# block 1

File: src/rtl/rhs2116_spi_responder_pkg.sv
// Shared constants and types for the RHS2116 SPI responder: opcodes, command
// field positions, the write acknowledge prefix and the responder FSM states.
package rhs2116_pkg;

  typedef enum logic [1:0] {
    OP_CONVERT = 2'b00,
    OP_CLEAR   = 2'b01,
    OP_WRITE   = 2'b10,
    OP_READ    = 2'b11
  } opcode_e;

  localparam int FRAME_BITS = 32;
  localparam int OP_MSB     = 31;
  localparam int OP_LSB     = 30;
  localparam int ADDR_MSB   = 23;
  localparam int ADDR_LSB   = 16;
  localparam int CH_MSB     = 21;
  localparam int CH_LSB     = 16;
  localparam int DATA_MSB   = 15;
  localparam int DATA_LSB   = 0;

  localparam logic [15:0] WRITE_ACK = 16'hFFFF;

  typedef enum logic [2:0] {
    ARM,
    IDLE,
    SHIFT,
    COMMIT,
    CAPTURE
  } state_e;

endpackage

File: src/rtl/rhs2116_spi_responder_if.sv
// Four-wire SPI link between the link encoder (master) and a sensor (slave).
interface rhs2116_spi_responder_if;
  logic cs_n;
  logic sclk;
  logic mosi;
  logic miso;

  modport master (output cs_n, output sclk, output mosi, input miso);
  modport slave  (input cs_n, input sclk, input mosi, output miso);
endinterface

File: src/rtl/rhs2116_spi_responder_spi_in_sync.sv
// Two-flop synchronizer for cs_n/sclk/mosi with rise/fall strobes on the synced
// sclk. Idle levels at reset: cs_n high, sclk low, mosi low.
module spi_in_sync (
  input  logic clk,
  input  logic rst,
  input  logic cs_n,
  input  logic sclk,
  input  logic mosi,
  output logic cs_n_s,
  output logic mosi_s,
  output logic sclk_rise,
  output logic sclk_fall
);

  logic [2:0] meta;
  logic [2:0] sync;
  logic       sclk_d;

  always_ff @(posedge clk or posedge rst) begin
    if (rst) begin
      meta   <= 3'b100;
      sync   <= 3'b100;
      sclk_d <= 1'b0;
    end else begin
      meta   <= {cs_n, sclk, mosi};
      sync   <= meta;
      sclk_d <= sync[1];
    end
  end

  assign cs_n_s    = sync[2];
  assign mosi_s    = sync[0];
  assign sclk_rise = sync[1] & ~sclk_d;
  assign sclk_fall = ~sync[1] & sclk_d;

endmodule

File: src/rtl/rhs2116_spi_responder.sv
// SPI slave emulating the RHS2116 sensor side: decodes 32-bit commands, keeps a
// small register file and returns each command's response two frames later.
module rhs2116_spi_responder
  import rhs2116_pkg::*;
#(
  parameter int          NUM_REGS  = 16,
  parameter logic [15:0] RESET_VAL = 16'h0000
) (
  input  logic                     clk_sys,
  input  logic                     rst,
  rhs2116_spi_responder_if.slave   spi,
  output logic                     sample_req,
  output logic [5:0]               sample_ch,
  input  logic [31:0]              sample_data,
  output logic                     frame_done,
  output logic                     frame_error,
  output logic [31:0]              cmd_word
);

  localparam int AW = (NUM_REGS > 1) ? $clog2(NUM_REGS) : 1;

  state_e      state, state_next;
  logic        cs_n_s, mosi_s, sclk_rise, sclk_fall;
  logic [5:0]  bit_cnt;
  logic [1:0]  arm_cnt;
  logic [31:0] rx_shift, tx_shift;
  logic [31:0] resp_q1, resp_q2;
  logic [31:0] resp;
  logic [15:0] regs [NUM_REGS];
  opcode_e     op;
  logic [7:0]  addr;
  logic [AW-1:0] idx;
  logic        addr_ok;
  logic        frame_full;

  spi_in_sync u_sync (
    .clk       (clk_sys),
    .rst       (rst),
    .cs_n      (spi.cs_n),
    .sclk      (spi.sclk),
    .mosi      (spi.mosi),
    .cs_n_s    (cs_n_s),
    .mosi_s    (mosi_s),
    .sclk_rise (sclk_rise),
    .sclk_fall (sclk_fall)
  );

  assign op         = opcode_e'(rx_shift[OP_MSB:OP_LSB]);
  assign addr       = rx_shift[ADDR_MSB:ADDR_LSB];
  assign idx        = addr[AW-1:0];
  assign addr_ok    = ({24'd0, addr} < NUM_REGS);
  assign frame_full = (bit_cnt == 6'(FRAME_BITS));

  always_comb begin
    resp = 32'h0;
    case (op)
      OP_WRITE: resp = {WRITE_ACK, rx_shift[DATA_MSB:DATA_LSB]};
      OP_READ:  resp = addr_ok ? {16'h0000, regs[idx]} : 32'h0;
      default:  resp = 32'h0;
    endcase
  end

  always_ff @(posedge clk_sys or posedge rst) begin
    if (rst) state <= ARM;
    else     state <= state_next;
  end

  // ARM needs a few real high samples of cs_n, since the synchronizer itself
  // resets to high and would otherwise hide a cs_n held low through reset.
  always_comb begin
    state_next  = state;
    frame_done  = 1'b0;
    frame_error = 1'b0;
    sample_req  = 1'b0;
    spi.miso    = 1'b0;
    case (state)
      ARM:     if (arm_cnt == 2'd3) state_next = IDLE;
      IDLE:    if (!cs_n_s) state_next = SHIFT;
      SHIFT: begin
        spi.miso = tx_shift[31];
        if (cs_n_s) begin
          state_next  = frame_full ? COMMIT : IDLE;
          frame_error = !frame_full;
        end
      end
      COMMIT: begin
        frame_done = 1'b1;
        sample_req = (op == OP_CONVERT);
        state_next = (op == OP_CONVERT) ? CAPTURE : IDLE;
      end
      CAPTURE: state_next = IDLE;
      default: state_next = ARM;
    endcase
  end

  always_ff @(posedge clk_sys or posedge rst) begin
    if (rst) begin
      arm_cnt   <= 2'd0;
      bit_cnt   <= 6'd0;
      rx_shift  <= 32'h0;
      tx_shift  <= 32'h0;
      resp_q1   <= 32'h0;
      resp_q2   <= 32'h0;
      cmd_word  <= 32'h0;
      sample_ch <= 6'd0;
    end else begin
      if (state == ARM)
        arm_cnt <= cs_n_s ? ((arm_cnt == 2'd3) ? arm_cnt : arm_cnt + 2'd1) : 2'd0;
      else
        arm_cnt <= 2'd0;
      case (state)
        IDLE: begin
          if (!cs_n_s) begin
            bit_cnt  <= 6'd0;
            tx_shift <= resp_q2;
          end
        end
        SHIFT: begin
          if (cs_n_s) begin
            if (frame_full) begin
              cmd_word <= rx_shift;
              if (op == OP_CONVERT) sample_ch <= rx_shift[CH_MSB:CH_LSB];
            end
          end else begin
            if (sclk_rise) begin
              rx_shift <= {rx_shift[30:0], mosi_s};
              if (bit_cnt != 6'd33) bit_cnt <= bit_cnt + 6'd1;
            end
            if (sclk_fall) tx_shift <= {tx_shift[30:0], 1'b0};
          end
        end
        COMMIT: begin
          resp_q2 <= resp_q1;
          if (op != OP_CONVERT) resp_q1 <= resp;
        end
        CAPTURE: resp_q1 <= sample_data;
        default: ;
      endcase
    end
  end

  // Register file updates land in COMMIT, after the READ response was formed.
  always_ff @(posedge clk_sys or posedge rst) begin
    if (rst) begin
      for (int i = 0; i < NUM_REGS; i++) regs[i] <= RESET_VAL;
    end else if (state == COMMIT) begin
      if (op == OP_CLEAR) begin
        for (int i = 0; i < NUM_REGS; i++) regs[i] <= RESET_VAL;
      end else if (op == OP_WRITE && addr_ok) begin
        regs[idx] <= rx_shift[DATA_MSB:DATA_LSB];
      end
    end
  end

endmodule

File: src/flat_wrapper.sv
// flat-port wrapper written by rule: the top's interface ports become plain ports
module rhs2116_spi_responder_flat import rhs2116_pkg::*;
#(
  parameter int          NUM_REGS  = 16,
  parameter logic [15:0] RESET_VAL = 16'h0000
)
  (clk_sys, rst, sample_req, sample_ch, sample_data, frame_done, frame_error, cmd_word, spi_cs_n, spi_sclk, spi_mosi, spi_miso);
  rhs2116_spi_responder_if spi_i ();
  input  logic clk_sys;
  input  logic rst;
  output logic sample_req;
  output logic [5:0] sample_ch;
  input  logic [31:0] sample_data;
  output logic frame_done;
  output logic frame_error;
  output logic [31:0] cmd_word;
  input wire logic [$bits(spi_i.cs_n)-1:0] spi_cs_n;
  input wire logic [$bits(spi_i.sclk)-1:0] spi_sclk;
  input wire logic [$bits(spi_i.mosi)-1:0] spi_mosi;
  output wire logic [$bits(spi_i.miso)-1:0] spi_miso;
  assign spi_i.cs_n = spi_cs_n;
  assign spi_i.sclk = spi_sclk;
  assign spi_i.mosi = spi_mosi;
  assign spi_miso = spi_i.miso;
  rhs2116_spi_responder #(.NUM_REGS(NUM_REGS), .RESET_VAL(RESET_VAL)) u_core (.clk_sys(clk_sys), .rst(rst), .spi(spi_i), .sample_req(sample_req), .sample_ch(sample_ch), .sample_data(sample_data), .frame_done(frame_done), .frame_error(frame_error), .cmd_word(cmd_word));
endmodule
File: config.mk
export PLATFORM = sky130hd
export DESIGN_NAME = rhs2116_spi_responder_flat
export DESIGN_NICKNAME = d
export VERILOG_FILES = /design/src/rtl/rhs2116_spi_responder_pkg.sv /design/src/rtl/rhs2116_spi_responder_if.sv /design/src/rtl/rhs2116_spi_responder_spi_in_sync.sv /design/src/rtl/rhs2116_spi_responder.sv /design/src/flat_wrapper.sv
export SDC_FILE = /design/constraint.sdc
export NUM_CORES = 1
export LEC_CHECK = 0
export ABC_AREA = 0
export CORE_MARGIN = 2
export CORE_UTILIZATION = 35
export CTS_CLUSTER_SIZE = 40
export DETAILED_ROUTE_END_ITERATION = 16
export PLACE_DENSITY = 0.58
export SLEW_MARGIN = 20
export SYNTH_ARGS = -nofsm -noshare
export SYNTH_HDL_FRONTEND = slang
export SYNTH_HIERARCHICAL = 1
export SYNTH_SLANG_ARGS = --single-unit
File: constraint.sdc
create_clock -name clk_sys -period 14.25 [get_ports clk_sys]
set_input_delay 2.85 -clock clk_sys [delete_from_list [all_inputs] [get_ports clk_sys]]
set_output_delay 2.85 -clock clk_sys [all_outputs]
set_load 0.01 [all_outputs]
# block 2

## src/rtl/wdog_osc_ctrl_if.sv

```systemverilog
// Control/status bundle between the watchdog-oscillator controller and its host.
// The oscillator clock rides along so the analog macro hookup stays in one place.
interface wdog_osc_ctrl_if;
  logic        i_en;
  logic        i_kick;
  logic        i_clr;
  logic [15:0] i_timeout;
  logic        i_osc_clk;
  logic        o_osc_pd;
  logic        o_osc_ok;
  logic        o_wdt_expired;
  logic        o_fault;
  logic [15:0] o_wdt_count;

  modport master (
    output i_en, i_kick, i_clr, i_timeout, i_osc_clk,
    input  o_osc_pd, o_osc_ok, o_wdt_expired, o_fault, o_wdt_count
  );

  modport slave (
    input  i_en, i_kick, i_clr, i_timeout, i_osc_clk,
    output o_osc_pd, o_osc_ok, o_wdt_expired, o_fault, o_wdt_count
  );
endinterface

```

## src/rtl/wdog_osc_ctrl.sv

```systemverilog
// 800 kHz watchdog oscillator sequencer: power-up, settle, frequency check,
// then a watchdog counted in oscillator edges with stall detection.
module wdog_osc_ctrl #(
  parameter int SETTLE_CYC = 64,
  parameter int WIN_CYC    = 1250,
  parameter int EDGE_MIN   = 8,
  parameter int EDGE_MAX   = 12,
  parameter int STALL_CYC  = 250
) (
  input  logic           i_clk,
  input  logic           i_rst,
  wdog_osc_ctrl_if.slave bus
);
  localparam int SW = $clog2(SETTLE_CYC + 1);
  localparam int WW = $clog2(WIN_CYC + 1);
  localparam int TW = $clog2(STALL_CYC + 1);

  typedef enum logic [2:0] {S_OFF, S_STARTUP, S_CHECK, S_RUN, S_EXPIRED, S_FAULT} state_t;

  state_t        state, state_d;
  logic          sync1, sync2, hist, edge_det;
  logic [SW-1:0] settle_cnt, settle_d;
  logic [WW-1:0] win_cnt, win_d;
  logic [7:0]    edge_cnt, edge_d, edge_nxt;
  logic [TW-1:0] stall_cnt, stall_d;
  logic [15:0]   wdt_cnt, wdt_d, reload;
  logic          pd_q, pd_d, ok_q, ok_d, exp_q, exp_d, fault_q, fault_d;
  logic          clr_cnt, in_range;

  assign reload   = (bus.i_timeout == 16'd0) ? 16'd1 : bus.i_timeout;
  assign edge_nxt = (edge_det && edge_cnt != 8'hFF) ? edge_cnt + 8'd1 : edge_cnt;
  assign in_range = (edge_nxt >= 8'(EDGE_MIN)) && (edge_nxt <= 8'(EDGE_MAX));

  assign bus.o_osc_pd      = pd_q;
  assign bus.o_osc_ok      = ok_q;
  assign bus.o_wdt_expired = exp_q;
  assign bus.o_fault       = fault_q;
  assign bus.o_wdt_count   = wdt_cnt;

  // pd resets high asynchronously so the macro powers down with no clock running
  always_ff @(posedge i_clk or posedge i_rst) begin
    if (i_rst) begin
      sync1      <= 1'b0;
      sync2      <= 1'b0;
      hist       <= 1'b0;
      edge_det   <= 1'b0;
      state      <= S_OFF;
      settle_cnt <= '0;
      win_cnt    <= '0;
      edge_cnt   <= '0;
      stall_cnt  <= '0;
      wdt_cnt    <= '0;
      pd_q       <= 1'b1;
      ok_q       <= 1'b0;
      exp_q      <= 1'b0;
      fault_q    <= 1'b0;
    end else begin
      sync1      <= bus.i_osc_clk;
      sync2      <= sync1;
      hist       <= sync2;
      edge_det   <= sync2 & ~hist;
      state      <= state_d;
      settle_cnt <= settle_d;
      win_cnt    <= win_d;
      edge_cnt   <= edge_d;
      stall_cnt  <= stall_d;
      wdt_cnt    <= wdt_d;
      pd_q       <= pd_d;
      ok_q       <= ok_d;
      exp_q      <= exp_d;
      fault_q    <= fault_d;
    end
  end

  always_comb begin
    state_d  = state;
    settle_d = settle_cnt;
    win_d    = win_cnt;
    edge_d   = edge_cnt;
    stall_d  = stall_cnt;
    wdt_d    = wdt_cnt;
    pd_d     = pd_q;
    ok_d     = ok_q;
    exp_d    = exp_q;
    fault_d  = fault_q;
    clr_cnt  = 1'b0;

    unique case (state)
      S_OFF: begin
        pd_d = 1'b1;
        ok_d = 1'b0;
        if (bus.i_en) begin
          state_d = S_STARTUP;
          pd_d    = 1'b0;
          clr_cnt = 1'b1;
        end
      end
      S_STARTUP: begin
        if (settle_cnt == SW'(SETTLE_CYC - 1)) begin
          state_d = S_CHECK;
          win_d   = '0;
          edge_d  = '0;
        end else begin
          settle_d = settle_cnt + SW'(1);
        end
      end
      S_CHECK: begin
        if (win_cnt == WW'(WIN_CYC - 1)) begin
          if (in_range) begin
            state_d = S_RUN;
            ok_d    = 1'b1;
            wdt_d   = reload;
            stall_d = '0;
          end else begin
            state_d = S_FAULT;
            fault_d = 1'b1;
            pd_d    = 1'b1;
            ok_d    = 1'b0;
          end
        end else begin
          win_d  = win_cnt + WW'(1);
          edge_d = edge_nxt;
        end
      end
      S_RUN: begin
        if (!edge_det && stall_cnt == TW'(STALL_CYC - 1)) begin
          state_d = S_FAULT;
          fault_d = 1'b1;
          pd_d    = 1'b1;
          ok_d    = 1'b0;
        end else begin
          stall_d = edge_det ? '0 : stall_cnt + TW'(1);
          // a kick landing with an edge reloads and swallows the decrement
          if (bus.i_kick) begin
            wdt_d = reload;
          end else if (edge_det) begin
            if (wdt_cnt == 16'd1) begin
              wdt_d   = '0;
              state_d = S_EXPIRED;
              exp_d   = 1'b1;
            end else begin
              wdt_d = wdt_cnt - 16'd1;
            end
          end
        end
      end
      S_EXPIRED: begin
        if (bus.i_clr) begin
          state_d = S_RUN;
          wdt_d   = reload;
          exp_d   = 1'b0;
          stall_d = '0;
        end
      end
      S_FAULT: begin
        if (bus.i_clr) begin
          state_d = S_OFF;
          fault_d = 1'b0;
          clr_cnt = 1'b1;
        end
      end
      default: state_d = S_OFF;
    endcase

    // dropping enable overrides whatever the active states decided above
    if ((state inside {S_STARTUP, S_CHECK, S_RUN, S_EXPIRED}) && !bus.i_en) begin
      state_d = S_OFF;
      pd_d    = 1'b1;
      ok_d    = 1'b0;
      exp_d   = 1'b0;
      fault_d = 1'b0;
      clr_cnt = 1'b1;
    end

    if (clr_cnt) begin
      settle_d = '0;
      win_d    = '0;
      edge_d   = '0;
      stall_d  = '0;
      wdt_d    = '0;
    end
  end
endmodule
```

## src/flat_wrapper.sv

```systemverilog
// flat-port wrapper written by rule: the top's interface ports become plain ports
module wdog_osc_ctrl_flat 
#(
  parameter int SETTLE_CYC = 64,
  parameter int WIN_CYC    = 1250,
  parameter int EDGE_MIN   = 8,
  parameter int EDGE_MAX   = 12,
  parameter int STALL_CYC  = 250
)
  (i_clk, i_rst, bus_i_en, bus_i_kick, bus_i_clr, bus_i_timeout, bus_i_osc_clk, bus_o_osc_pd, bus_o_osc_ok, bus_o_wdt_expired, bus_o_fault, bus_o_wdt_count);
  wdog_osc_ctrl_if bus_i ();
  input  logic i_clk;
  input  logic i_rst;
  input wire logic [$bits(bus_i.i_en)-1:0] bus_i_en;
  input wire logic [$bits(bus_i.i_kick)-1:0] bus_i_kick;
  input wire logic [$bits(bus_i.i_clr)-1:0] bus_i_clr;
  input wire logic [$bits(bus_i.i_timeout)-1:0] bus_i_timeout;
  input wire logic [$bits(bus_i.i_osc_clk)-1:0] bus_i_osc_clk;
  output wire logic [$bits(bus_i.o_osc_pd)-1:0] bus_o_osc_pd;
  output wire logic [$bits(bus_i.o_osc_ok)-1:0] bus_o_osc_ok;
  output wire logic [$bits(bus_i.o_wdt_expired)-1:0] bus_o_wdt_expired;
  output wire logic [$bits(bus_i.o_fault)-1:0] bus_o_fault;
  output wire logic [$bits(bus_i.o_wdt_count)-1:0] bus_o_wdt_count;
  assign bus_i.i_en = bus_i_en;
  assign bus_i.i_kick = bus_i_kick;
  assign bus_i.i_clr = bus_i_clr;
  assign bus_i.i_timeout = bus_i_timeout;
  assign bus_i.i_osc_clk = bus_i_osc_clk;
  assign bus_o_osc_pd = bus_i.o_osc_pd;
  assign bus_o_osc_ok = bus_i.o_osc_ok;
  assign bus_o_wdt_expired = bus_i.o_wdt_expired;
  assign bus_o_fault = bus_i.o_fault;
  assign bus_o_wdt_count = bus_i.o_wdt_count;
  wdog_osc_ctrl #(.SETTLE_CYC(SETTLE_CYC), .WIN_CYC(WIN_CYC), .EDGE_MIN(EDGE_MIN), .EDGE_MAX(EDGE_MAX), .STALL_CYC(STALL_CYC)) u_core (.i_clk(i_clk), .i_rst(i_rst), .bus(bus_i));
endmodule
```

## config.mk

```make
export PLATFORM = sky130hd
export DESIGN_NAME = wdog_osc_ctrl_flat
export DESIGN_NICKNAME = d
export VERILOG_FILES = /design/src/rtl/wdog_osc_ctrl_if.sv /design/src/rtl/wdog_osc_ctrl.sv /design/src/flat_wrapper.sv
export SDC_FILE = /design/constraint.sdc
export NUM_CORES = 1
export LEC_CHECK = 0
export CAP_MARGIN = 5
export CORE_ASPECT_RATIO = 0.7
export CORE_MARGIN = 3
export CORE_UTILIZATION = 58
export CTS_CLUSTER_DIAMETER = 50
export CTS_CLUSTER_SIZE = 8
export DETAILED_ROUTE_END_ITERATION = 7
export PLACE_DENSITY_LB_ADDON = 0.3
export SYNTH_ARGS = -nofsm -noshare
export SYNTH_HDL_FRONTEND = slang
export SYNTH_SLANG_ARGS = --single-unit
```

## constraint.sdc

```tcl
create_clock -name i_clk -period 2.8 [get_ports i_clk]
set_input_delay 0.28 -clock i_clk [delete_from_list [all_inputs] [get_ports i_clk]]
set_output_delay 0.28 -clock i_clk [all_outputs]
set_load 0.005 [all_outputs]
```

# block 3

**src/rtl/hex_string_streamer.sv**
```systemverilog
// hex_string_streamer
//    Converts a DIGITS-nibble value into a stream of ASCII hex characters,
//    most significant nibble first, using a valid/ready handshake toward a
//    downstream text writer. After the last character is accepted, o_done
//    pulses for one cycle.
//
//    Optional build macro: LEADING_ZERO_BLANK_EN
//       When defined, zero nibbles before the first nonzero nibble go out as
//       ASCII space. The least significant digit is always a digit.
//
// Ports
//    i_clk          clock, rising edge
//    i_rst_n        asynchronous active-low reset
//    i_start        conversion request, honoured only in IDLE
//    i_value        value to convert (4*DIGITS bits), captured on start
//    i_char_ready   downstream can accept a character
//    o_char         current ASCII character (0x00 when not valid)
//    o_char_valid   o_char holds a character
//    o_last         current character is the least significant digit
//    o_busy         SEND or DONE
//    o_done         one-cycle pulse after the last character transfers
//
// state | meaning
// ------+----------------------------------------------------------
// IDLE  | waiting for i_start; outputs quiet
// SEND  | presenting characters; advance on o_char_valid && ready
// DONE  | one-cycle o_done pulse, then back to IDLE

module hex_string_streamer #(
   parameter int DIGITS    = 4,
   parameter bit LOWERCASE = 1'b0
) (
   input  logic                  i_clk,
   input  logic                  i_rst_n,
   input  logic                  i_start,
   input  logic [4*DIGITS-1:0]   i_value,
   input  logic                  i_char_ready,
   output logic [7:0]            o_char,
   output logic                  o_char_valid,
   output logic                  o_last,
   output logic                  o_busy,
   output logic                  o_done
);

   localparam int W     = 4 * DIGITS;
   localparam int CNT_W = (DIGITS > 1) ? $clog2(DIGITS) : 1;

   typedef enum logic [1:0] {
      S_IDLE = 2'd0,
      S_SEND = 2'd1,
      S_DONE = 2'd2
   } state_t;

   state_t            state_q, state_d;
   logic [W-1:0]      shift_q, shift_d;
   logic [CNT_W-1:0]  cnt_q, cnt_d;
   logic [3:0]        nibble;
   logic              accept;
   logic              xfer;
   logic              blank;

   assign nibble = shift_q[W-1 -: 4];
   assign accept = (state_q == S_IDLE) && i_start;
   assign xfer   = (state_q == S_SEND) && i_char_ready;

   function automatic logic [7:0] hex_ascii(input logic [3:0] n);
      if (n < 4'd10)
         return 8'h30 + {4'h0, n};
      else if (LOWERCASE)
         return 8'h57 + {4'h0, n};   // 0x57 + 0xA = 'a'
      else
         return 8'h37 + {4'h0, n};   // 0x37 + 0xA = 'A'
   endfunction

`ifdef LEADING_ZERO_BLANK_EN
   // High while every nibble sent so far in this string has been zero.
   logic leading_q;

   always_ff @(posedge i_clk or negedge i_rst_n) begin
      if (!i_rst_n)
         leading_q <= 1'b0;
      else if (accept)
         leading_q <= 1'b1;
      else if (xfer && (nibble != 4'h0))
         leading_q <= 1'b0;
   end

   // The final digit is never blanked so a zero value still prints "0".
   assign blank = leading_q && (nibble == 4'h0) && (cnt_q != '0);
`else
   assign blank = 1'b0;
`endif

   always_ff @(posedge i_clk or negedge i_rst_n) begin
      if (!i_rst_n) begin
         state_q <= S_IDLE;
         shift_q <= '0;
         cnt_q   <= '0;
      end else begin
         state_q <= state_d;
         shift_q <= shift_d;
         cnt_q   <= cnt_d;
      end
   end

   always_comb begin
      state_d      = state_q;
      shift_d      = shift_q;
      cnt_d        = cnt_q;
      o_char       = 8'h00;
      o_char_valid = 1'b0;
      o_last       = 1'b0;
      o_busy       = 1'b0;
      o_done       = 1'b0;

      case (state_q)
         S_IDLE: begin
            if (accept) begin
               shift_d = i_value;
               cnt_d   = CNT_W'(DIGITS - 1);
               state_d = S_SEND;
            end
         end
         S_SEND: begin
            o_busy       = 1'b1;
            o_char_valid = 1'b1;
            o_last       = (cnt_q == '0);
            o_char       = blank ? 8'h20 : hex_ascii(nibble);
            if (xfer) begin
               shift_d = shift_q << 4;
               cnt_d   = cnt_q - 1'b1;
               if (cnt_q == '0)
                  state_d = S_DONE;
            end
         end
         S_DONE: begin
            o_busy  = 1'b1;
            o_done  = 1'b1;
            state_d = S_IDLE;
         end
         default: state_d = S_IDLE;
      endcase
   end

endmodule

```
**config.mk**
```make
export PLATFORM = sky130hd
export DESIGN_NAME = hex_string_streamer
export DESIGN_NICKNAME = d
export VERILOG_FILES = /design/src/rtl/hex_string_streamer.sv
export SDC_FILE = /design/constraint.sdc
export NUM_CORES = 1
export LEC_CHECK = 0
export CORE_MARGIN = 1
export CORE_UTILIZATION = 43
export CTS_CLUSTER_DIAMETER = 80
export DETAILED_ROUTE_END_ITERATION = 8
export GPL_TIMING_DRIVEN = 0
export HOLD_SLACK_MARGIN = 0.12
export PLACE_DENSITY = 0.83
export SLEW_MARGIN = 20
export SYNTH_ARGS = -nofsm -noshare
export SYNTH_HDL_FRONTEND = slang
export SYNTH_SLANG_ARGS = --single-unit
```
**constraint.sdc**
```tcl
create_clock -name i_clk -period 1.8 [get_ports i_clk]
set_input_delay 0.36 -clock i_clk [delete_from_list [all_inputs] [get_ports i_clk]]
set_output_delay 0.36 -clock i_clk [all_outputs]
set_load 0.02 [all_outputs]
```
# block 4

[src/rtl/hs4_pkg.sv]
// Shared types and constants for the 4-phase bundled-data transmit/receive bridges.
package hs4_pkg;

    typedef enum logic [1:0] {
        HS4_IDLE   = 2'd0,
        HS4_REQ_HI = 2'd1,
        HS4_REQ_LO = 2'd2
    } hs4_state_t;

    localparam int unsigned HS4_SYNC_MIN = 2;

endpackage

[src/rtl/hs4_tx_bridge_if.sv]
// Bundle of the upstream valid/ready stream, the 4-phase req/ack/data link and status flags.
interface hs4_tx_bridge_if #(
    parameter int unsigned DATA_W = 32
);
    logic              in_valid;
    logic              in_ready;
    logic [DATA_W-1:0] in_data;
    logic              req;
    logic              ack;
    logic [DATA_W-1:0] out_data;
    logic              busy;
    logic              err;

    // Bridge side.
    modport master (
        input  in_valid, in_data, ack,
        output in_ready, req, out_data, busy, err
    );

    // Environment side: upstream source plus async pipeline.
    modport slave (
        output in_valid, in_data, ack,
        input  in_ready, req, out_data, busy, err
    );
endinterface

[src/rtl/hs4_tx_bridge_sync_ff.sv]
// Multi-flop synchronizer for a single asynchronous level; chain resets to 0.
module sync_ff #(
    parameter int unsigned STAGES = 2
) (
    input  logic clk,
    input  logic rst_n,
    input  logic d,
    output logic q
);
    logic [STAGES-1:0] chain;

    always_ff @(posedge clk or negedge rst_n) begin
        if (!rst_n) begin
            chain <= '0;
        end else begin
            chain <= {chain[STAGES-2:0], d};
        end
    end

    assign q = chain[STAGES-1];
endmodule

[src/rtl/hs4_tx_bridge.sv]
// Clocked-to-async 4-phase bundled-data transmitter with a one-word skid buffer.
// Optional sticky ack timeout enabled by defining HS4_TX_TIMEOUT_EN.
module hs4_tx_bridge
    import hs4_pkg::*;
#(
    parameter int unsigned DATA_W      = 32,
    parameter int unsigned SYNC_STAGES = 2,
    parameter int unsigned TIMEOUT_CYC = 255
) (
    input  logic           clk,
    input  logic           rst_n,
    hs4_tx_bridge_if.master bus
);
    if (SYNC_STAGES < HS4_SYNC_MIN || TIMEOUT_CYC == 0) begin : g_param_check
        $error("hs4_tx_bridge: SYNC_STAGES must be >= 2 and TIMEOUT_CYC nonzero");
    end

    hs4_state_t        state_q, state_d;
    logic              req_q, req_d;
    logic [DATA_W-1:0] out_q, out_d;
    logic [DATA_W-1:0] buf_q, buf_d;
    logic              buf_full_q, buf_full_d;
    logic              ack_s;
    logic              accept;
    logic              launch;

    sync_ff #(
        .STAGES (SYNC_STAGES)
    ) u_ack_sync (
        .clk   (clk),
        .rst_n (rst_n),
        .d     (bus.ack),
        .q     (ack_s)
    );

    // Accept needs an empty buffer and launch a full one, so they can never coincide.
    assign accept = bus.in_valid & ~buf_full_q;

    always_comb begin
        state_d    = state_q;
        req_d      = req_q;
        out_d      = out_q;
        buf_d      = buf_q;
        buf_full_d = buf_full_q;
        launch     = 1'b0;

        if (accept) begin
            buf_d      = bus.in_data;
            buf_full_d = 1'b1;
        end

        case (state_q)
            HS4_IDLE: begin
                if (buf_full_q) begin
                    launch = 1'b1;
                end
            end
            HS4_REQ_HI: begin
                if (ack_s) begin
                    req_d   = 1'b0;
                    state_d = HS4_REQ_LO;
                end
            end
            HS4_REQ_LO: begin
                if (!ack_s) begin
                    if (buf_full_q) begin
                        launch = 1'b1;
                    end else begin
                        state_d = HS4_IDLE;
                    end
                end
            end
            default: begin
                state_d = HS4_IDLE;
            end
        endcase

        // out_data only moves on the edge that raises req, keeping the bundle stable.
        if (launch) begin
            out_d      = buf_q;
            req_d      = 1'b1;
            buf_full_d = 1'b0;
            state_d    = HS4_REQ_HI;
        end
    end

    always_ff @(posedge clk or negedge rst_n) begin
        if (!rst_n) begin
            state_q    <= HS4_IDLE;
            req_q      <= 1'b0;
            out_q      <= '0;
            buf_q      <= '0;
            buf_full_q <= 1'b0;
        end else begin
            state_q    <= state_d;
            req_q      <= req_d;
            out_q      <= out_d;
            buf_q      <= buf_d;
            buf_full_q <= buf_full_d;
        end
    end

`ifdef HS4_TX_TIMEOUT_EN
    localparam int unsigned CNT_W = $clog2(TIMEOUT_CYC + 1);
    localparam logic [CNT_W-1:0] CNT_MAX = CNT_W'(TIMEOUT_CYC);

    logic [CNT_W-1:0] cnt_q, cnt_d;
    logic             err_q, err_d;

    always_comb begin
        cnt_d = cnt_q;
        err_d = err_q;
        if (state_d != state_q) begin
            cnt_d = '0;
        end else if (state_q != HS4_IDLE && cnt_q != CNT_MAX) begin
            cnt_d = cnt_q + 1'b1;
        end
        // The handshake keeps waiting; the flag is purely diagnostic.
        if (state_q != HS4_IDLE && cnt_q == CNT_MAX) begin
            err_d = 1'b1;
        end
    end

    always_ff @(posedge clk or negedge rst_n) begin
        if (!rst_n) begin
            cnt_q <= '0;
            err_q <= 1'b0;
        end else begin
            cnt_q <= cnt_d;
            err_q <= err_d;
        end
    end

    assign bus.err = err_q;
`else
    assign bus.err = 1'b0;
`endif

    assign bus.in_ready = ~buf_full_q;
    assign bus.req      = req_q;
    assign bus.out_data = out_q;
    assign bus.busy     = (state_q != HS4_IDLE) | buf_full_q;
endmodule

[src/flat_wrapper.sv]
// flat-port wrapper written by rule: the top's interface ports become plain ports
module hs4_tx_bridge_flat import hs4_pkg::*;
#(
    parameter int unsigned DATA_W      = 32,
    parameter int unsigned SYNC_STAGES = 2,
    parameter int unsigned TIMEOUT_CYC = 255
)
  (clk, rst_n, bus_in_valid, bus_in_data, bus_ack, bus_in_ready, bus_req, bus_out_data, bus_busy, bus_err);
  hs4_tx_bridge_if #(.DATA_W(DATA_W)) bus_i ();
  input  logic clk;
  input  logic rst_n;
  input wire logic [$bits(bus_i.in_valid)-1:0] bus_in_valid;
  input wire logic [$bits(bus_i.in_data)-1:0] bus_in_data;
  input wire logic [$bits(bus_i.ack)-1:0] bus_ack;
  output wire logic [$bits(bus_i.in_ready)-1:0] bus_in_ready;
  output wire logic [$bits(bus_i.req)-1:0] bus_req;
  output wire logic [$bits(bus_i.out_data)-1:0] bus_out_data;
  output wire logic [$bits(bus_i.busy)-1:0] bus_busy;
  output wire logic [$bits(bus_i.err)-1:0] bus_err;
  assign bus_i.in_valid = bus_in_valid;
  assign bus_i.in_data = bus_in_data;
  assign bus_i.ack = bus_ack;
  assign bus_in_ready = bus_i.in_ready;
  assign bus_req = bus_i.req;
  assign bus_out_data = bus_i.out_data;
  assign bus_busy = bus_i.busy;
  assign bus_err = bus_i.err;
  hs4_tx_bridge #(.DATA_W(DATA_W), .SYNC_STAGES(SYNC_STAGES), .TIMEOUT_CYC(TIMEOUT_CYC)) u_core (.clk(clk), .rst_n(rst_n), .bus(bus_i));
endmodule
[config.mk]
export PLATFORM = sky130hd
export DESIGN_NAME = hs4_tx_bridge_flat
export DESIGN_NICKNAME = d
export VERILOG_FILES = /design/src/rtl/hs4_pkg.sv /design/src/rtl/hs4_tx_bridge_if.sv /design/src/rtl/hs4_tx_bridge_sync_ff.sv /design/src/rtl/hs4_tx_bridge.sv /design/src/flat_wrapper.sv
export SDC_FILE = /design/constraint.sdc
export NUM_CORES = 1
export LEC_CHECK = 0
export ABC_AREA = 0
export CAP_MARGIN = 15
export CORE_MARGIN = 4
export CORE_UTILIZATION = 40
export CTS_CLUSTER_SIZE = 40
export DETAILED_ROUTE_END_ITERATION = 6
export HOLD_SLACK_MARGIN = 0.15
export PLACE_DENSITY = 0.69
export SLEW_MARGIN = 5
export SYNTH_ARGS = -nofsm -noshare
export SYNTH_HDL_FRONTEND = slang
export SYNTH_HIERARCHICAL = 1
export SYNTH_SLANG_ARGS = --single-unit
[constraint.sdc]
create_clock -name clk -period 1.85 [get_ports clk]
set_clock_uncertainty 0.15 [all_clocks]
set_input_delay 0.37 -clock clk [delete_from_list [all_inputs] [get_ports clk]]
set_output_delay 0.37 -clock clk [all_outputs]
set_load 0.05 [all_outputs]

## Gallery

I/O nets highlighted.
shot_01.png
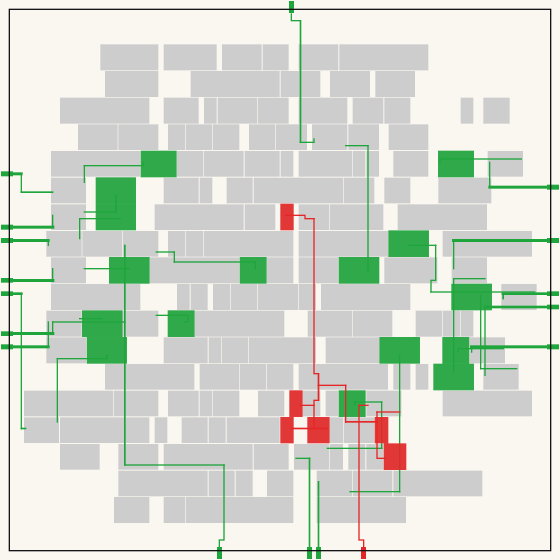
shot_02.png
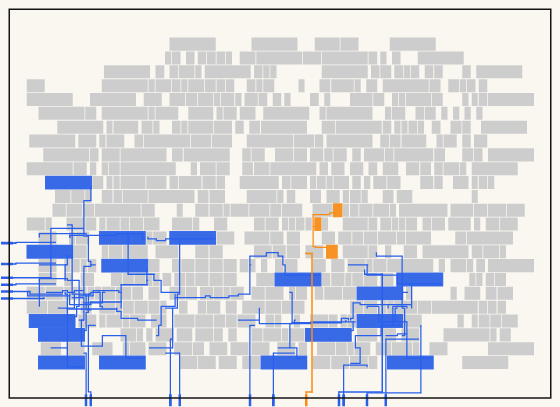
shot_03.png
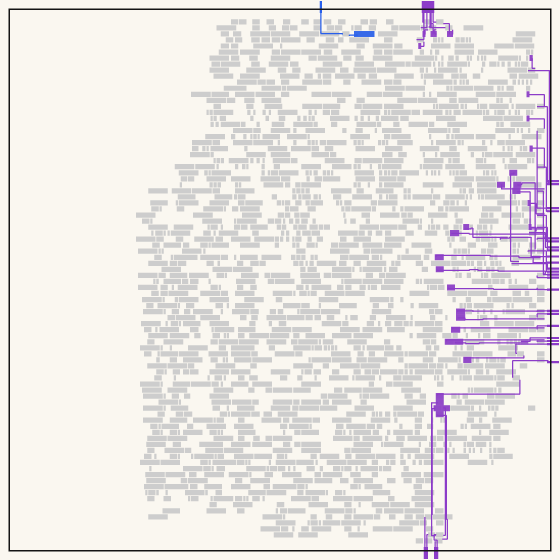
shot_04.png
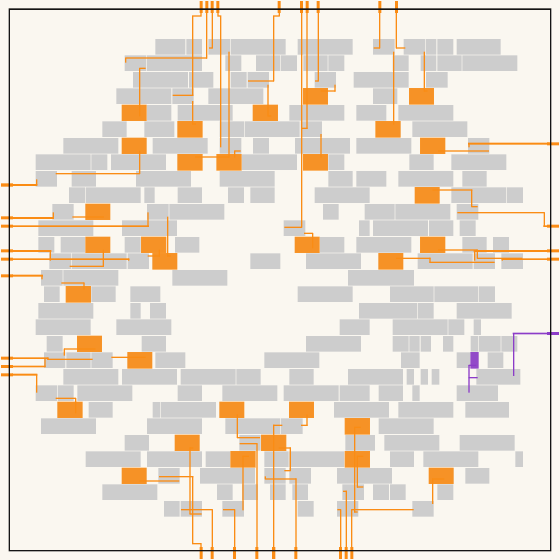
- block 2 = shot_02.png
- block 3 = shot_01.png
- block 1 = shot_03.png
- block 4 = shot_04.png
Of these, most cells: shot_03.png

Key to shot_04.png:
| colour | port | direction | end cells | buffers | wire |
|---|---|---|---|---|---|
| orange | bus_in_data | input | 32 | 32 | 707 µm |
| purple | bus_in_ready | output | 1 | 1 | 19.7 µm |

Figure 1. M3 wires (block 1).
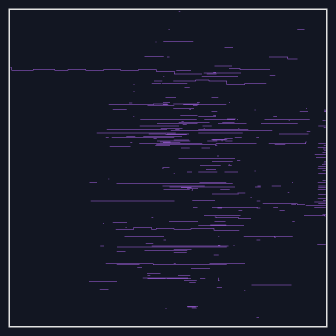
main direction: horizontal
longest straight run: 89.2 µm
wire length on this layer: 3,330 µm

Figure 2. Cell outlines without signal wires (block 1).
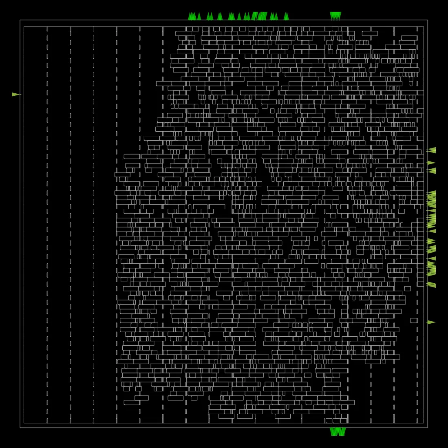
flop count: 440
Core Box Area: 0.0565 mm²
Finished Core Util: 0.409
row count: 87

==> results.txt, block 1 <==
fresh numbers from the pnr run: status finished clean, Flop pwr share 0.479, CP top delay family simple AND/OR/NAND/NOR gates, yosys aoi share 0.0954, full die area 0.0592 mm², R2R depth 5, CP max FO 27, cell count along the critical path 4, Design Area, Final 0.0231 mm², routed vias/inst 5.46, Post-DP HPWL 33,400 µm, Tot GR Track Use 0.184, simple-gate portion of the synthesized area 0.120, Adder Area Share 0.00250, delay of the slowest critical-path stage 0.90 ns, worst hold endpoint u_core/u_sync/sync[1], Worst-Margin Slew 1.14 ns, Synth-to-Final Area Change 15.2%, post-synthesis cell type count 57, GR Layer Usage met3 0.0398, vias in the first global route 14,100, initial antenna violation count 0, H-tree levels 2, syn_nets 1,720, CP Buf/Inv Count 2, mux frac, synth 0.198, Pint 2.29 mW, pre-CTS setup slack 8.33 ns, Fill cells 5,245, Critical Path RT 11.40 ns, Die W 243 µm, number of enable flip-flop cells 0, Post-synth area hogs dfrtp_1 55%, mux2i_1 7.7%, mux4_2 7.2%, comb area leader multiplexers, # clk buffers 62, Seq area share 0.477, Mean Syn Cell Area 11.9 µm², clock buffer count from CTS 45, yosys xor share 0.000437, Synth Warn # 6
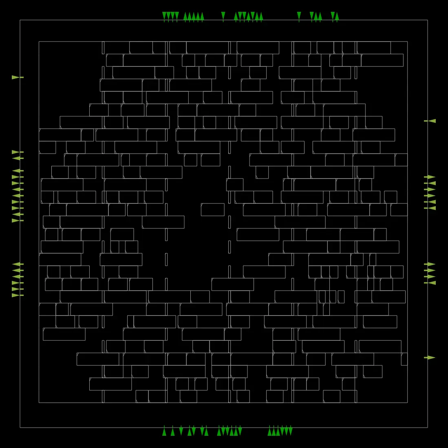
Figure 3: block 4, cell outlines without signal wires.
Core Box Area: 0.00635 mm²
Finished Core Util: 0.565
n_taps: 77
row count: 29

==> results.txt, block 4 <==
fresh numbers from the pnr run: status finished clean, R2R setup slack 0.16 ns, syn_nets 194, Post-Syn Instances 158, logic share of the area 0.225, CP Cell Sequence or3_1 > buf_4, vias in the first global route 1,644, GR Layer Usage met1 0.171, Worst Setup SP u_core/buf_full_q, Max Used Layer met4, Die W 89.0 µm, CP Buf/Inv Count 1, Seq area share 0.488, share of post-route cells with drive strength above 1 0.490, data arrival time of the critical path 1.27 ns, io pins 72, comb area leader multiplexers, clk buf depth 2, H-tree levels 3, # clk buffers 12, antenna cells 0, Biggest Area Class flip-flops and latches, Top-area cell share 0.667, GR Layer Usage met3 0.0470, HP Class reg -> reg, Fin Setup TNS 0 ns, most frequent cells in the layout 69 x dfrtp_1, 60 x mux2_2, 36 x buf_4, 34 x clkdlybuf4s50_1, 11 x clkbuf_8
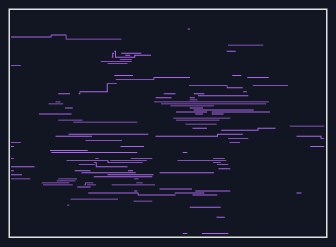
Figure 4: block 2, M3 wires.
share of all routed wire: 9.5%
longest straight run: 38.2 µm
wire length on this layer: 1,020 µm
main direction: horizontal
vias: 3,986
Routed WL: 10,700 µm

Figure 5. Where the registers sit (block 2).
Other sequential cells in the stronger grey, the rest of the logic in the fainter grey.
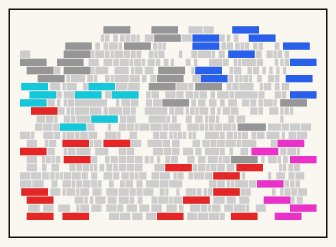
| colour | netlist name | placed flops |
|---|---|---|
| magenta | u_core.settle_cnt | 7 |
| red | u_core.bus.o_wdt_count | 16 |
| blue | u_core.win_cnt | 11 |
| cyan | u_core.stall_cnt | 8 |

==> results.txt, block 2 <==
fresh numbers from the pnr run: cell count along the critical path 8, post-synthesis cell type count 65, Nets 555, GR Layer Usage met1 0.413, CP Buf/Inv Count 1, Synth flops 61, Post-synth area hogs dfrtp_1 37%, nor2_1 4.3%, nand3_1 3.7%, LEAKAGE 2.05 nW, largest net degree at the start of global routing 27, row count 24, simple-gate portion of the synthesized area 0.273, combinational power 2.23 mW, Non-clk bufs 68, wire length of the first global-routing pass 18,400 µm, clock latency (worst-skew pair) 0.34 ns, RR Startpoint u_core.edge_cnt[0], Area after DPL 0.00468 mm², Detail Route met3 WL 1020 µm, comb area leader simple AND/OR/NAND/NOR gates, met1 WL 5010 µm, Post-CTS Hold Fix Bufs 0, MaxCap Viol Count 0, unrepaired setup endpoints after global routing no, Die W 106 µm, cell taking the most area after synthesis dfrtp_1, Post-CTS Setup Bufs 0, RePlAce Congestion 0.929, WHS 0.316 ns, H-tree levels 3, status finished clean, Top-area cell share 0.369, full die area 0.00807 mm², ys async rst share 1.00
Figure 6. Where the registers sit (block 3).
Other sequential cells in the stronger grey, the rest of the logic in the fainter grey.
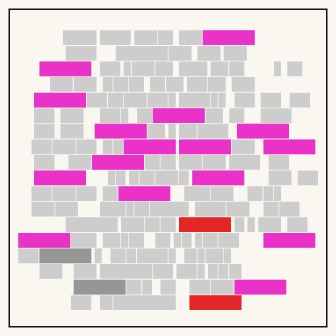
| colour | netlist name | placed flops |
|---|---|---|
| red | cnt_q | 2 |
| magenta | shift_q | 16 |
not coloured: 2

==> results.txt, block 3 <==
fresh numbers from the pnr run: R2R depth 6, routed length per instance 16.3 µm, Mean Syn Cell Area 10.9 µm², Worst-path clk slew 0.13 ns, power in the clock group 0.379 mW, Finished Core Util 0.717, Largest regs shift_q (16), cnt_q (2), state_q (2), yosys aoi share 0.0886, GR Layer Usage met1 0.268, Top reg by flops shift_q, endpoints failing setup 7, crit end category output port, Seq area share 0.272, share of post-route cells with drive strength above 1 0.481, Final Max Slew Viols 0, clk buf depth 2, Critical-path top delay cell dfrtp_1, MaxCap Viol Count 0, Design Area, Final 0.00184 mm², Top-area cell share 0.412, Root Buffer clkbuf_4, fp util 0.473, Worst-Margin Slew 0.921 ns, DRC Markers 0, CP max FO 5, hold depth 1, FF+latch area 500 µm², Most Frequent Cell on Critical Path buf_4, status complete, but fails checks, Worst Setup SP shift_q[13], initial antenna violation count 0, routed vias/inst 5.28, non-clk buf share 0.258, PnR worst setup slack -0.0668 ns, GR Layer Usage met3 0.0246, pre-CTS setup slack -0.631 ns, violated checks negative setup slack


==> layout pictures side by side <==
Routed metal per tile.
(a)
The die is cut into 11 by 11 equal tiles; black is low, pale yellow is high, scaled to the fullest tile. Values are wire area over tile area, all layers added.
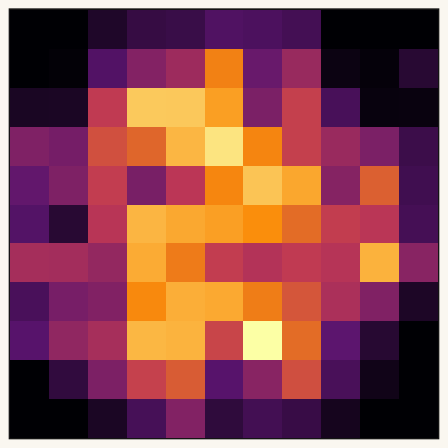
(b)
The die is cut into 21 by 15 equal tiles; black is low, pale yellow is high, scaled to the fullest tile. Values are wire area over tile area, all layers added.
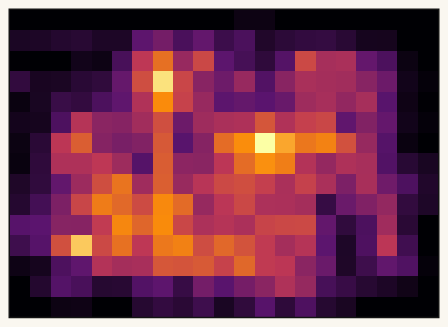
(c)
The die is cut into 18 by 18 equal tiles; black is low, pale yellow is high, scaled to the fullest tile. Values are wire area over tile area, all layers added.
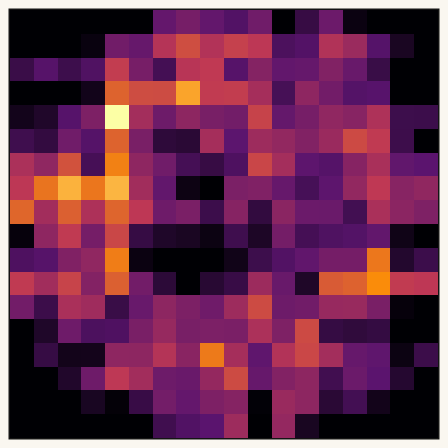
(d)
The die is cut into 24 by 24 equal tiles; black is low, pale yellow is high, scaled to the fullest tile. Values are wire area over tile area, all layers added.
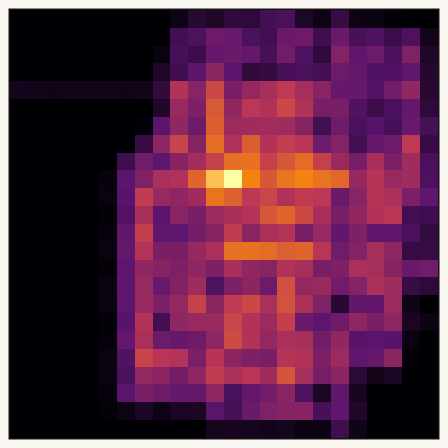
block 3 -> (a)
block 1 -> (d)
block 2 -> (b)
block 4 -> (c)

Key to (b):
nearly empty tiles: 13%
emptiest ninth of the die: upper left
fullest tile: 0.74

Power and IR drop assume default switching activity.
